=== design 1 ===
`config.mk`:
```
export PLATFORM = sky130hd
export DESIGN_NAME = mem_port_arbiter
export DESIGN_NICKNAME = d
export VERILOG_FILES = /design/src/rtl/mem_arb_pkg.sv /design/src/rtl/mem_arb_watchdog.sv /design/src/rtl/mem_port_arbiter.sv
export SDC_FILE = /design/constraint.sdc
export NUM_CORES = 1
export LEC_CHECK = 0
export CORE_ASPECT_RATIO = 0.8
export CORE_UTILIZATION = 41
export DETAILED_ROUTE_END_ITERATION = 7
export PLACE_DENSITY_LB_ADDON = 0.08
export SYNTH_ARGS = -nofsm -noshare
export SYNTH_HDL_FRONTEND = slang
export SYNTH_SLANG_ARGS = --single-unit
```
`constraint.sdc`:
```
create_clock -name CLK -period 2.1 [get_ports CLK]
set_input_delay 0.42 -clock CLK [delete_from_list [all_inputs] [get_ports CLK]]
set_output_delay 0.42 -clock CLK [all_outputs]
set_load 0.03 [all_outputs]
```
`src/rtl/mem_arb_pkg.sv`:
```
// Shared definitions for the unified memory port arbiter.
// Latency: n/a (types and constants only).
// Backpressure: n/a.
package mem_arb_pkg;

    localparam int AW_DEF       = 32;
    localparam int DW_DEF       = 32;
    localparam int MAX_WAIT_DEF = 64;
    localparam int WD_W         = 8;   // watchdog counter width, covers MAX_WAIT up to 255

    typedef enum logic [1:0] {
        ST_IDLE   = 2'd0,
        ST_IF_ACC = 2'd1,
        ST_DM_ACC = 2'd2,
        ST_RESP   = 2'd3
    } arbState_t;

endpackage

```
`src/rtl/mem_arb_watchdog.sv`:
```
// Access watchdog: counts cycles an access is outstanding and flags an abort.
// Latency: timeout is combinational in the cycle the count would reach MAX_WAIT.
// Backpressure: none; clear has priority over enable.
//
// Ports:
//   CLK, Reset  - clock and synchronous active-high reset
//   clear       - zero the count (asserted on grant)
//   enable      - count this cycle (asserted while an access is outstanding)
//   timeout     - this is the MAX_WAIT-th outstanding cycle without completion
module mem_arb_watchdog
    import mem_arb_pkg::*;
#(
    parameter int MAX_WAIT = MAX_WAIT_DEF
) (
    input  logic CLK,
    input  logic Reset,
    input  logic clear,
    input  logic enable,
    output logic timeout
);

    logic [WD_W-1:0] waitCount;

    always_ff @(posedge CLK) begin
        if (Reset) begin
            waitCount <= '0;
        end else if (clear) begin
            waitCount <= '0;
        end else if (enable && (waitCount != WD_W'(MAX_WAIT))) begin
            waitCount <= waitCount + WD_W'(1);
        end
    end

    // Fires during the cycle whose closing edge takes the count to MAX_WAIT,
    // so an access gets exactly MAX_WAIT outstanding cycles before abort.
    assign timeout = enable && (waitCount == WD_W'(MAX_WAIT - 1));

endmodule

```
`src/rtl/mem_port_arbiter.sv`:
```
// Shares one single-port memory between instruction fetch and load/store.
// Latency: grant edge + memory ack latency + one response cycle (3 cycles minimum).
// Backpressure: requesters hold until their Done pulse; stall outputs freeze the pipe.
//
// Ports:
//   CLK, Reset                         - clock, synchronous active-high reset
//   IF_Req/IF_Addr -> IF_Instr/IF_Done - fetch request and completion
//   DM_Read/DM_Write/DM_Addr/DM_WData  - data request; DM_RData/DM_Done completion
//   Mem_Req/Mem_WE/Mem_Addr/Mem_WData  - memory request (held until Mem_Ack)
//   Mem_Ack/Mem_RData                  - memory completion and read data
//   Pipe_Stall, Fetch_Stall            - pipeline freeze controls
//   Err_Timeout                        - sticky watchdog abort flag
module mem_port_arbiter
    import mem_arb_pkg::*;
#(
    parameter int AW       = AW_DEF,
    parameter int DW       = DW_DEF,
    parameter int MAX_WAIT = MAX_WAIT_DEF
) (
    input  logic          CLK,
    input  logic          Reset,
    input  logic          IF_Req,
    input  logic [AW-1:0] IF_Addr,
    output logic [DW-1:0] IF_Instr,
    output logic          IF_Done,
    input  logic          DM_Read,
    input  logic          DM_Write,
    input  logic [AW-1:0] DM_Addr,
    input  logic [DW-1:0] DM_WData,
    output logic [DW-1:0] DM_RData,
    output logic          DM_Done,
    output logic          Mem_Req,
    output logic          Mem_WE,
    output logic [AW-1:0] Mem_Addr,
    output logic [DW-1:0] Mem_WData,
    input  logic          Mem_Ack,
    input  logic [DW-1:0] Mem_RData,
    output logic          Pipe_Stall,
    output logic          Fetch_Stall,
    output logic          Err_Timeout
);

    arbState_t state;
    logic      fairIf;     // last completed access was DM: IF wins the next contested grant
    logic      dmReq;
    logic      grantDm;
    logic      grantIf;
    logic      inAcc;
    logic      wdTimeout;
    logic      accEnd;

    assign dmReq   = DM_Read | DM_Write;
    assign grantDm = (state == ST_IDLE) && dmReq && !(fairIf && IF_Req);
    assign grantIf = (state == ST_IDLE) && IF_Req && !grantDm;
    assign inAcc   = (state == ST_IF_ACC) || (state == ST_DM_ACC);
    // Ack and timeout on the same edge: the ack wins and the data is kept.
    assign accEnd  = inAcc && (Mem_Ack || wdTimeout);

    mem_arb_watchdog #(
        .MAX_WAIT (MAX_WAIT)
    ) u_watchdog (
        .CLK     (CLK),
        .Reset   (Reset),
        .clear   (grantDm | grantIf),
        .enable  (inAcc),
        .timeout (wdTimeout)
    );

    always_ff @(posedge CLK) begin
        if (Reset) begin
            state       <= ST_IDLE;
            fairIf      <= 1'b0;
            Mem_Req     <= 1'b0;
            Mem_WE      <= 1'b0;
            Mem_Addr    <= '0;
            Mem_WData   <= '0;
            IF_Instr    <= '0;
            DM_RData    <= '0;
            IF_Done     <= 1'b0;
            DM_Done     <= 1'b0;
            Err_Timeout <= 1'b0;
        end else begin
            IF_Done <= 1'b0;
            DM_Done <= 1'b0;
            case (state)
                ST_IDLE: begin
                    if (grantDm) begin
                        state     <= ST_DM_ACC;
                        Mem_Req   <= 1'b1;
                        Mem_WE    <= DM_Write;   // read+write together acts as a store
                        Mem_Addr  <= DM_Addr;
                        Mem_WData <= DM_WData;
                    end else if (grantIf) begin
                        state     <= ST_IF_ACC;
                        Mem_Req   <= 1'b1;
                        Mem_WE    <= 1'b0;
                        Mem_Addr  <= IF_Addr;
                        Mem_WData <= '0;
                        fairIf    <= 1'b0;
                    end
                end
                ST_IF_ACC: begin
                    if (accEnd) begin
                        state    <= ST_RESP;
                        Mem_Req  <= 1'b0;
                        IF_Done  <= 1'b1;
                        IF_Instr <= Mem_Ack ? Mem_RData : '0;
                        if (!Mem_Ack) begin
                            Err_Timeout <= 1'b1;
                        end
                    end
                end
                ST_DM_ACC: begin
                    if (accEnd) begin
                        state    <= ST_RESP;
                        Mem_Req  <= 1'b0;
                        DM_Done  <= 1'b1;
                        DM_RData <= (Mem_Ack && !Mem_WE) ? Mem_RData : '0;
                        fairIf   <= 1'b1;
                        if (!Mem_Ack) begin
                            Err_Timeout <= 1'b1;
                        end
                    end
                end
                ST_RESP: begin
                    // No arbitration here, so a request still held during its
                    // own completion cycle is not granted a second time.
                    state <= ST_IDLE;
                end
                default: begin
                    state <= ST_IDLE;
                end
            endcase
        end
    end

    assign Pipe_Stall  = dmReq & ~DM_Done;
    assign Fetch_Stall = Pipe_Stall | (IF_Req & ~IF_Done);

endmodule

```
=== design 2 ===
[src/rtl/tree_pkg.sv]
// Shared types and default sizing for the field-id tree encoder.
// The encoder turns depth-tagged nodes into a balanced open/close token stream.
package tree_pkg;

  localparam int ENC_ID_W      = 8;
  localparam int ENC_MAX_DEPTH = 8;

  typedef enum logic [2:0] {
    ST_IDLE,
    ST_CLOSE,
    ST_OPEN,
    ST_DRAIN,
    ST_DONE
  } enc_state_t;

endpackage

[src/rtl/id_stack.sv]
// LIFO of currently open field ids.
// Exposes the top entry and the entry below it so the encoder can preload the next close token.
module id_stack #(
  parameter int ID_W  = 8,
  parameter int DEPTH = 8,
  parameter int CNT_W = $clog2(DEPTH + 1)
) (
  input  logic             clk_i,
  input  logic             reset_i,
  input  logic             push_i,
  input  logic             pop_i,
  input  logic [ID_W-1:0]  push_id_i,
  output logic [ID_W-1:0]  top_o,
  output logic [ID_W-1:0]  under_o,
  output logic [CNT_W-1:0] count_o
);

  logic [ID_W-1:0]  mem_q [DEPTH];
  logic [ID_W-1:0]  mem_d [DEPTH];
  logic [CNT_W-1:0] count_q;
  logic [CNT_W-1:0] count_d;

  // Push is ignored when full and pop when empty, so the count never wraps.
  always_comb begin
    mem_d   = mem_q;
    count_d = count_q;
    if (push_i && (count_q != CNT_W'(DEPTH))) begin
      for (int i = 0; i < DEPTH; i++) begin
        if (CNT_W'(i) == count_q) begin
          mem_d[i] = push_id_i;
        end
      end
      count_d = count_q + CNT_W'(1);
    end else if (pop_i && (count_q != '0)) begin
      count_d = count_q - CNT_W'(1);
    end
  end

  always_ff @(posedge clk_i or posedge reset_i) begin
    if (reset_i) begin
      count_q <= '0;
      for (int i = 0; i < DEPTH; i++) begin
        mem_q[i] <= '0;
      end
    end else begin
      count_q <= count_d;
      mem_q   <= mem_d;
    end
  end

  always_comb begin
    top_o   = '0;
    under_o = '0;
    for (int i = 0; i < DEPTH; i++) begin
      if (CNT_W'(i + 1) == count_q) begin
        top_o = mem_q[i];
      end
      if (CNT_W'(i + 2) == count_q) begin
        under_o = mem_q[i];
      end
    end
  end

  assign count_o = count_q;

endmodule

[src/rtl/field_id_encoder.sv]
// Converts a stream of (field id, depth, last) node descriptors into open/close tokens.
// Every output is a register; the next token is preloaded on each completed beat for full throughput.
module field_id_encoder
  import tree_pkg::*;
#(
  parameter int ID_W      = ENC_ID_W,
  parameter int MAX_DEPTH = ENC_MAX_DEPTH,
  parameter int DEPTH_W   = $clog2(MAX_DEPTH + 1)
) (
  input  logic               clk_i,
  input  logic               reset_i,
  input  logic               node_valid,
  output logic               node_rdy,
  input  logic [ID_W-1:0]    node_field_id,
  input  logic [DEPTH_W-1:0] node_depth,
  input  logic               node_last,
  output logic [ID_W-1:0]    field_id_o,
  output logic               field_id_close,
  output logic               field_id_valid,
  input  logic               field_id_rdy,
  output logic               msg_done,
  output logic               err_o
);

  localparam logic [DEPTH_W-1:0] MAX_LVL = DEPTH_W'(MAX_DEPTH);

  enc_state_t         state_q, state_d;
  logic [ID_W-1:0]    tok_id_q, tok_id_d;
  logic               tok_close_q, tok_close_d;
  logic               tok_valid_q, tok_valid_d;
  logic               msg_done_q, msg_done_d;
  logic               err_q, err_d;
  logic               node_rdy_q, node_rdy_d;
  logic [ID_W-1:0]    lat_id_q, lat_id_d;
  logic [DEPTH_W-1:0] lat_depth_q, lat_depth_d;
  logic               lat_last_q, lat_last_d;

  logic               push;
  logic               pop;
  logic               beat;
  logic [ID_W-1:0]    top_id;
  logic [ID_W-1:0]    under_id;
  logic [DEPTH_W-1:0] sp;
  logic [DEPTH_W-1:0] sp_dec;

  id_stack #(
    .ID_W  (ID_W),
    .DEPTH (MAX_DEPTH),
    .CNT_W (DEPTH_W)
  ) u_stack (
    .clk_i     (clk_i),
    .reset_i   (reset_i),
    .push_i    (push),
    .pop_i     (pop),
    .push_id_i (lat_id_q),
    .top_o     (top_id),
    .under_o   (under_id),
    .count_o   (sp)
  );

  assign beat   = tok_valid_q && field_id_rdy;
  assign sp_dec = sp - DEPTH_W'(1);

  // The token registers only change when no token is pending or a beat completes,
  // which keeps a stalled token stable without extra holding logic.
  always_comb begin
    state_d     = state_q;
    tok_id_d    = tok_id_q;
    tok_close_d = tok_close_q;
    tok_valid_d = tok_valid_q;
    msg_done_d  = 1'b0;
    err_d       = err_q;
    lat_id_d    = lat_id_q;
    lat_depth_d = lat_depth_q;
    lat_last_d  = lat_last_q;
    push        = 1'b0;
    pop         = 1'b0;

    case (state_q)
      ST_IDLE: begin
        if (node_valid) begin
          if ((node_depth > sp) || (node_depth == MAX_LVL)) begin
            err_d = 1'b1;
          end else begin
            lat_id_d    = node_field_id;
            lat_depth_d = node_depth;
            lat_last_d  = node_last;
            tok_valid_d = 1'b1;
            if (node_depth < sp) begin
              state_d     = ST_CLOSE;
              tok_id_d    = top_id;
              tok_close_d = 1'b1;
            end else begin
              state_d     = ST_OPEN;
              tok_id_d    = node_field_id;
              tok_close_d = 1'b0;
            end
          end
        end
      end

      ST_CLOSE: begin
        if (beat) begin
          pop = 1'b1;
          if (sp_dec == lat_depth_q) begin
            state_d     = ST_OPEN;
            tok_id_d    = lat_id_q;
            tok_close_d = 1'b0;
          end else begin
            tok_id_d    = under_id;
            tok_close_d = 1'b1;
          end
        end
      end

      ST_OPEN: begin
        if (beat) begin
          push = 1'b1;
          if (lat_last_q) begin
            // The id just pushed becomes the first close of the drain.
            state_d     = ST_DRAIN;
            tok_id_d    = lat_id_q;
            tok_close_d = 1'b1;
          end else begin
            state_d     = ST_IDLE;
            tok_valid_d = 1'b0;
          end
        end
      end

      ST_DRAIN: begin
        if (beat) begin
          pop = 1'b1;
          if (sp_dec == '0) begin
            state_d     = ST_DONE;
            tok_valid_d = 1'b0;
            msg_done_d  = 1'b1;
          end else begin
            tok_id_d    = under_id;
            tok_close_d = 1'b1;
          end
        end
      end

      ST_DONE: begin
        state_d = ST_IDLE;
      end

      default: begin
        state_d     = ST_IDLE;
        tok_valid_d = 1'b0;
      end
    endcase

    node_rdy_d = (state_d == ST_IDLE);
  end

  always_ff @(posedge clk_i or posedge reset_i) begin
    if (reset_i) begin
      state_q     <= ST_IDLE;
      tok_id_q    <= '0;
      tok_close_q <= 1'b0;
      tok_valid_q <= 1'b0;
      msg_done_q  <= 1'b0;
      err_q       <= 1'b0;
      node_rdy_q  <= 1'b1;
      lat_id_q    <= '0;
      lat_depth_q <= '0;
      lat_last_q  <= 1'b0;
    end else begin
      state_q     <= state_d;
      tok_id_q    <= tok_id_d;
      tok_close_q <= tok_close_d;
      tok_valid_q <= tok_valid_d;
      msg_done_q  <= msg_done_d;
      err_q       <= err_d;
      node_rdy_q  <= node_rdy_d;
      lat_id_q    <= lat_id_d;
      lat_depth_q <= lat_depth_d;
      lat_last_q  <= lat_last_d;
    end
  end

  assign node_rdy       = node_rdy_q;
  assign field_id_o     = tok_id_q;
  assign field_id_close = tok_close_q;
  assign field_id_valid = tok_valid_q;
  assign msg_done       = msg_done_q;
  assign err_o          = err_q;

endmodule

[config.mk]
export PLATFORM = sky130hd
export DESIGN_NAME = field_id_encoder
export DESIGN_NICKNAME = d
export VERILOG_FILES = /design/src/rtl/tree_pkg.sv /design/src/rtl/id_stack.sv /design/src/rtl/field_id_encoder.sv
export SDC_FILE = /design/constraint.sdc
export NUM_CORES = 1
export LEC_CHECK = 0
export ABC_AREA = 1
export CELL_PAD_IN_SITES_DETAIL_PLACEMENT = 0
export CELL_PAD_IN_SITES_GLOBAL_PLACEMENT = 1
export CORE_MARGIN = 2
export CORE_UTILIZATION = 29
export DETAILED_ROUTE_END_ITERATION = 16
export PLACE_DENSITY_LB_ADDON = 0.12
export SYNTH_ARGS = -nofsm -noshare
export SYNTH_HDL_FRONTEND = slang
export SYNTH_HIERARCHICAL = 1
export SYNTH_SLANG_ARGS = --single-unit
[constraint.sdc]
create_clock -name clk_i -period 2.4 [get_ports clk_i]
set_input_delay 0.36 -clock clk_i [delete_from_list [all_inputs] [get_ports clk_i]]
set_output_delay 0.36 -clock clk_i [all_outputs]
set_load 0.03 [all_outputs]
=== design 3 ===
## src/rtl/interval_capture.sv

```systemverilog
// Interval capture: counts enabled clocks from a start strobe until i_line
// is first sampled high, then holds the result for a valid/ack handshake.
//
// Ports:
//   i_clk    clock, all logic on posedge
//   i_rst    synchronous active-high reset
//   i_en     clock enable for counting and line sampling
//   i_start  start strobe, honoured only in IDLE with i_en=1
//   i_line   measured line, synchronous, level-sensitive
//   i_ack    consumer acknowledge, honoured only in DONE (ignores i_en)
//   o_count  captured interval in enabled clocks
//   o_valid  o_count/o_ovf hold an unacknowledged result
//   o_ovf    line not high within MAXCOUNT enabled clocks
//   o_busy   state is not IDLE
module interval_capture #(
  parameter  int MAXCOUNT = 255,
  localparam int NBITS    = $clog2(MAXCOUNT) + 1
) (
  input  logic             i_clk,
  input  logic             i_rst,
  input  logic             i_en,
  input  logic             i_start,
  input  logic             i_line,
  input  logic             i_ack,
  output logic [NBITS-1:0] o_count,
  output logic             o_valid,
  output logic             o_ovf,
  output logic             o_busy
);

  typedef enum logic [1:0] {
    IDLE  = 2'd0,
    COUNT = 2'd1,
    DONE  = 2'd2
  } state_t;

  localparam logic [NBITS-1:0] MAX_C = NBITS'(MAXCOUNT);
  localparam logic [NBITS-1:0] ONE_C = NBITS'(1);

  state_t           state_q;
  logic [NBITS-1:0] cnt_q;
  logic [NBITS-1:0] count_q;
  logic             valid_q;
  logic             ovf_q;

  always_ff @(posedge i_clk) begin
    if (i_rst) begin
      state_q <= IDLE;
      cnt_q   <= '0;
      count_q <= '0;
      valid_q <= 1'b0;
      ovf_q   <= 1'b0;
    end else begin
      unique case (state_q)
        IDLE: begin
          if (i_en && i_start) begin
            state_q <= COUNT;
            cnt_q   <= ONE_C;
          end
        end
        COUNT: begin
          // Line-high wins over saturation on the MAXCOUNT-th clock.
          if (i_en) begin
            if (i_line) begin
              state_q <= DONE;
              count_q <= cnt_q;
              valid_q <= 1'b1;
              ovf_q   <= 1'b0;
            end else if (cnt_q == MAX_C) begin
              state_q <= DONE;
              count_q <= MAX_C;
              valid_q <= 1'b1;
              ovf_q   <= 1'b1;
            end else begin
              cnt_q <= cnt_q + ONE_C;
            end
          end
        end
        DONE: begin
          if (i_ack) begin
            state_q <= IDLE;
            valid_q <= 1'b0;
            ovf_q   <= 1'b0;
          end
        end
        default: state_q <= IDLE;
      endcase
    end
  end

  assign o_count = count_q;
  assign o_valid = valid_q;
  assign o_ovf   = ovf_q;
  assign o_busy  = (state_q != IDLE);

endmodule
```

## config.mk

```make
export PLATFORM = sky130hd
export DESIGN_NAME = interval_capture
export DESIGN_NICKNAME = d
export VERILOG_FILES = /design/src/rtl/interval_capture.sv
export SDC_FILE = /design/constraint.sdc
export NUM_CORES = 1
export LEC_CHECK = 0
export CAP_MARGIN = 20
export CORE_UTILIZATION = 53
export DETAILED_ROUTE_END_ITERATION = 12
export PLACE_DENSITY = 0.81
export SKIP_CTS_REPAIR_TIMING = 1
export SYNTH_ARGS = -nofsm -noshare
export SYNTH_HDL_FRONTEND = slang
export SYNTH_SLANG_ARGS = --single-unit
export TNS_END_PERCENT = 30
```

## constraint.sdc

```tcl
create_clock -name i_clk -period 4.1 [get_ports i_clk]
set_input_delay 1.025 -clock i_clk [delete_from_list [all_inputs] [get_ports i_clk]]
set_output_delay 1.025 -clock i_clk [all_outputs]
set_load 0.03 [all_outputs]
```

Design 2, clock routing:
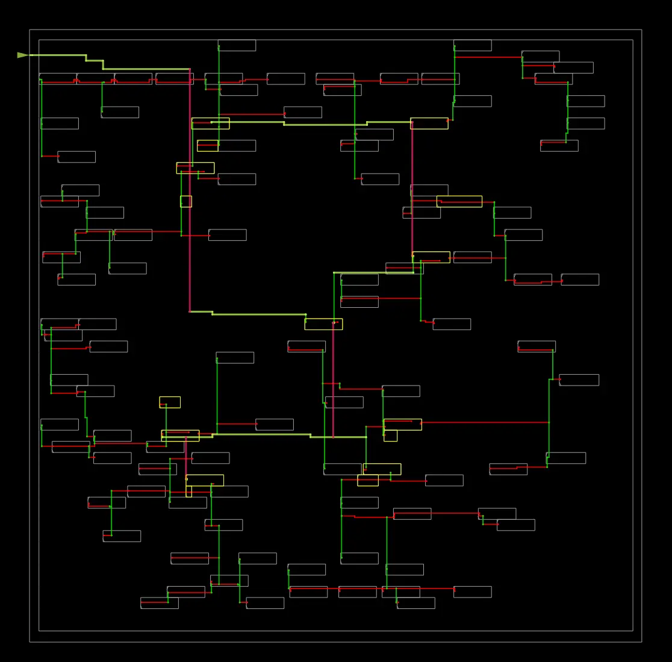
number of sequential cells in the layout: 97
Clock Buffer Count: 13
clock latency on the worst-skew pair: 350 ps

==> qor.rpt, design 2 <==
=================================================================================
Layout fillers .....................................................         2305
Worst endpoint required time .......................................      2690 ps
Sequential power share .............................................        49.4%
CTS Root Buffer Type ............................................... sky130_fd_sc_hd__clkbuf_16
Crit-path max FO ...................................................           17
Layout Nets ........................................................          975
Yosys xor share ....................................................       0.715%
RSZ-0062 raised after global routing ...............................          yes
Number of placement rows ...........................................           53
Post-synth EDFFs ...................................................            0
Post-synthesis compound-gate area fraction .........................        13.6%
Count of inserted antenna diode cells ..............................            0
Number of clock sinks ..............................................           97
Power density cells ................................................  446 nW/um^2
Non-clock inverter total of the final layout .......................          151
Number of vias per cell ............................................         4.59
Period Utilization, post-route .....................................        92.1%
Most frequent cell after synthesis ................................. sky130_fd_sc_hd__nand2_1
Mean cell area of the mapped netlist ...............................   6.82 sq um
DRT Pass-1 Iters ...................................................            4
Critical path origin ............................................... u_stack/count_o[1]$_DFFE_PP0P_
Maximum clock skew at final layout .................................      5.01 ps
Main power group ................................................... sequential cells
Clock slew seen by the registers of the worst setup and hold paths .        70 ps
Warnings, synthesis ................................................            6
Combinational Power Share ..........................................         3.0%
Type of element launching the critical path ........................     register
Post-route cell area ...............................................   7400 sq um
Main synth FF type ................................................. sky130_fd_sc_hd__dfrtp_1
Reg-to-reg critical path endpoint .................................. field_id_o[3]$_DFFE_PP0P_
First-pass GRT wire length .........................................     31500 um
Pleak ..............................................................      3.54 nW
Simple-Gate Area Share .............................................        32.2%
Result of the run .................................................. finished, final reports clean
=================================================================================
==> design 2: through the flow <==
stage / worst slack, ps / instances / util (%)
after CTS: 56.8 / 1225 / 35.0
after detailed placement: 83.6 / 1209 / 33.5
after global placement: 106 / 1209 / 33.5
after floorplan: 137 / 899 / -
after global routing: -22.6 / 1228 / 35.4
final: 190 / 1228 / 35.4
==> design 2: flip-flops by register name, summed over array words and instances (netlist names) <==
| register | count |
|---|---|
| msg_done | 1 |
| field_id_o | 8 |
| lat_depth_q | 4 |
| lat_last_q | 1 |
| err_o | 1 |
| state_q | 3 |
| field_id_close | 1 |
| u_stack/count_o | 4 |
| field_id_valid | 1 |
| lat_id_q | 8 |
| u_stack/mem_q | 64 |
| node_rdy | 1 |
==> design 2: routing by layer <==
metal	routed length (um)	part of all wire, %	GRT usage [%]
met3	733	3.6	3.55
met1	9750	48	26.4
met4	410	2.0	5.81
met2	9290	46	29.6
met5	0	0	0
==> design 2: timing repair <==
| item | in CTS | in global routing |
|---|---|---|
| setup endpoints to repair | 0 | 9 |
| setup buffers | 0 | 3 |
| gates resized | 0 | 23 |
| hold buffers | 0 | 0 |
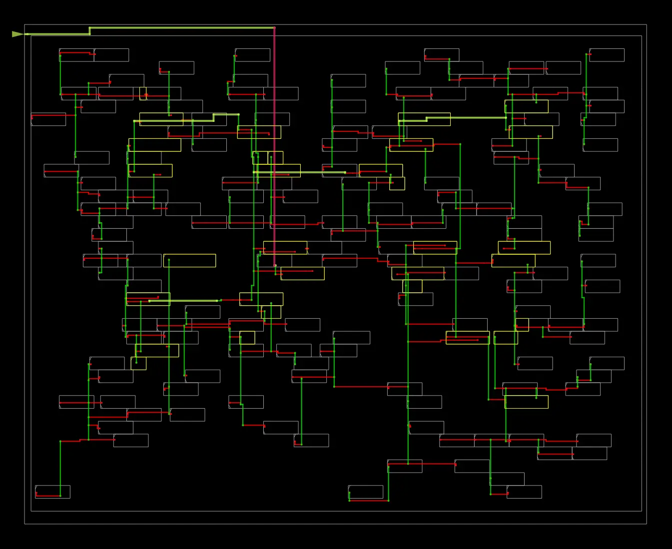
Design 1: clock routing
number of sequential cells in the layout: 144
number of clock sinks: 144
maximum clock skew at final layout: 21.7 ps
Clock Buffer Count: 19

==> qor.rpt, design 1 <==
=======================================================================
Post-route cell area .....................................   9320 sq um
Post-synthesis async set-or-reset flop share .............           0%
Number of instances in the synthesized netlist ...........          525
Post-synth EDFFs .........................................            0
Post-synthesis compound-gate area fraction ...............        17.6%
TritonCTS Buffers ........................................           17
Tmin final ...............................................      2030 ps
DRT Pass-1 Iters .........................................            4
Type of the worst min-delay path ......................... register to register
Worst hold margin ........................................       473 ps
Final cell count without fillers .........................          989
Result of the run ........................................ finished, final reports clean
Fraction of area in non-clock buffers ....................        32.6%
Main synth FF type ....................................... sky130_fd_sc_hd__dfxtp_1
Leading cell types in the layout, fill and taps excluded . sky130_fd_sc_hd__clkdlybuf4s50_1, sky130_fd_sc_hd__dfxtp_1, sky130_fd_sc_hd__mux2i_1, sky130_fd_sc_hd__a22o_1, sky130_fd_sc_hd__nor2_1
Core area ................................................  13000 sq um
Power density cells ...................................... 1270 nW/um^2
Finished Core Util .......................................        71.6%
Full die area ............................................  13900 sq um
Layout Nets ..............................................          941
Tap Count ................................................          175
Internal reg-to-reg setup slack ..........................        70 ps
Width of the die .........................................       132 um
Multi-input gates ........................................          334
Final clock-cell share ...................................        7.16%
=======================================================================
[design 1: per-layer routing]
layer / part of all wire (%) / track usage (%) / vias up / wire length (um)
met5: 0 / 0 / - / 0
met4: 0.74 / 6.73 / 0 / 120
met3: 7.6 / 9.62 / 8 / 1230
met2: 50 / 40.5 / 159 / 8080
met1: 41 / 25.5 / 2291 / 6690
li1: - / - / 2437 / -
[design 1: cell usage after synthesis (all sizes together), types with 3 or more instances]
cell type / instances
ha: 6
dfxtp: 144
inv: 7
nor3: 6
a22o: 64
clkbuf: 21
a21oi: 7
mux2i: 65
nor2: 46
a211oi: 32
xor2: 3
nand2b: 33
buf: 19
nand2: 40
o21ai: 4
[design 1: power breakdown]
group          internal, mW  leakage, nW  total [mW]  switching (mW)
sequential             3.30         1.18        3.62           0.316
clock                  2.17        0.323        3.37            1.20
combinational          2.19         2.06        4.89            2.69
total                  7.67         3.56        11.9            4.21
[design 1: state kept, by name (all words and copies together), names as in the netlist]
register and count:
Mem_Req 1, Mem_WE 1, Mem_Addr 32, DM_Done 1, u_watchdog.waitCount 8, IF_Instr 32, Mem_WData 32, state 2
Err_Timeout 1, IF_Done 1, fairIf 1, DM_RData 32
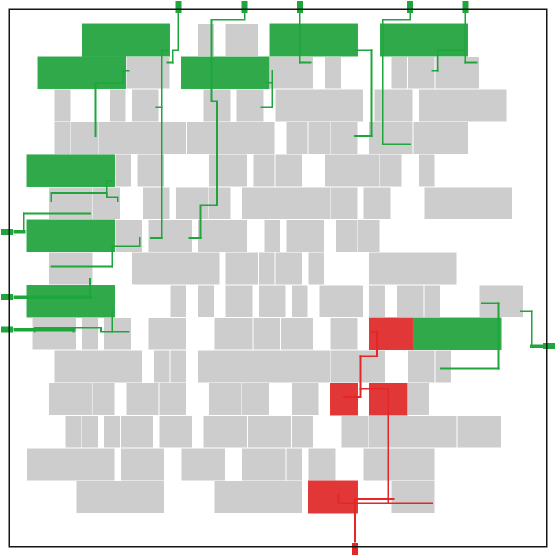
Design 3: nets reached from selected ports
Scale: 12 px per um.
Key: o_count = green [direction output, end cells 9, wire 165 um]; i_line = red [direction input, end cells 4, wire 35.8 um]

==> qor.rpt, design 3 <==
=========================================================================
Result of the run .......................................... finished, final reports clean
Number of placement rows ...................................           15
Count of final hold-check violations .......................            0
Synth Seq Share ............................................        45.7%
Total buffers and inverters traversed by the critical path .            0
Worst endpoint required time ...............................      4320 ps
Number of clock sinks ......................................           22
RSZ-0062 raised after global routing .......................           no
Mean cell area of the mapped netlist .......................   9.02 sq um
Internal reg-to-reg setup slack ............................      1400 ps
Yosys xor share ............................................        1.82%
Worst vdd ir ...............................................     0.234 mV
Post-route cell area .......................................   1190 sq um
Endpoint type of the worst setup path ......................     register
Largest cells by area after synthesis ...................... sky130_fd_sc_hd__dfxtp_1, sky130_fd_sc_hd__nor2_1, sky130_fd_sc_hd__o22ai_1
Fmax .......................................................      371 MHz
Final setup slack of the worst path ........................      1400 ps
Number of non-clock buffers in the layout ..................           17
Dominant kind of cell by area ..............................  logic gates
Number of vias per cell ....................................         5.57
Cell area after placement ..................................   1140 sq um
Gp weighted congestion .....................................        0.774
Count of unresolved DRC violations after routing ...........            0
Quantity of I/O buffers inserted on ports ..................           17
GRT Overall Usage ..........................................        21.8%
Leading cell types in the layout, fill and taps excluded ... sky130_fd_sc_hd__dfxtp_1, sky130_fd_sc_hd__nor2_1, sky130_fd_sc_hd__clkdlybuf4s50_1
Pleak ......................................................     0.398 nW
Number of sequential cells in the layout ...................           22
Met2 wire len ..............................................       950 um
CTS Root Buffer Type ....................................... sky130_fd_sc_hd__clkbuf_4
Largest stage delay on the critical path ...................       730 ps
=========================================================================
[design 3: through the flow]
step	utilization, %	instances
2_1_floorplan	-	107
3_3_place_gp	66.6	144
3_5_place_dp	66.6	144
4_1_cts	69.7	148
5_1_grt	69.7	148
6_report	69.7	148
[design 3: power breakdown]
group          total (mW)  switching [mW]  internal, mW
Clock               0.166          0.0675        0.0988
Combinational      0.0511          0.0291        0.0220
Sequential          0.223         0.00446         0.219
[design 3: cell usage after synthesis, types with 3 or more instances]
master and n:
sky130_fd_sc_hd__a21oi_1 6, sky130_fd_sc_hd__a311oi_1 4, sky130_fd_sc_hd__dfxtp_1 22, sky130_fd_sc_hd__nand2_1 4
sky130_fd_sc_hd__nand2b_1 6, sky130_fd_sc_hd__nand3_1 3, sky130_fd_sc_hd__nor2_1 18, sky130_fd_sc_hd__nor2b_1 3
sky130_fd_sc_hd__nor4_1 3, sky130_fd_sc_hd__o22ai_1 10
[design 3: sequential cells by signal, indices dropped and copies added (netlist names)]
name / cells
cnt_q: 9
o_count: 9
o_ovf: 1
o_valid: 1
state_q: 2


## Gallery

Clock wires, drivers and flops.
shot_01.png
Scale: 4 px per um.
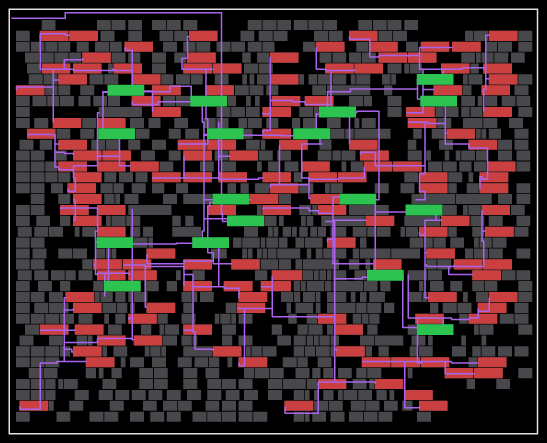
shot_02.png
Scale: 12 px per um.
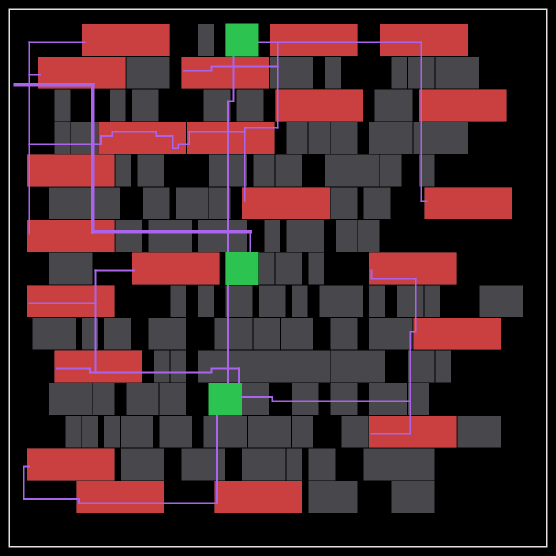
shot_03.png
Scale: 3 px per um.
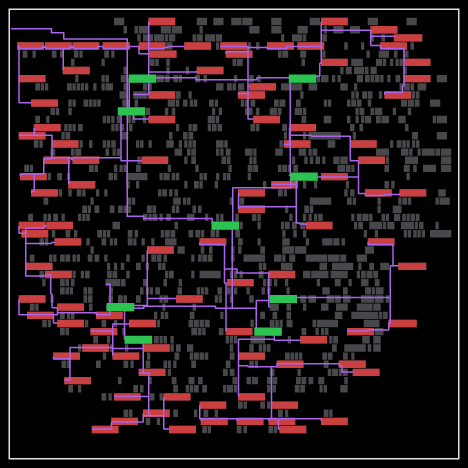
shot_01.png: design 1
shot_03.png: design 2
shot_02.png: design 3

Power and IR drop assume default switching activity.
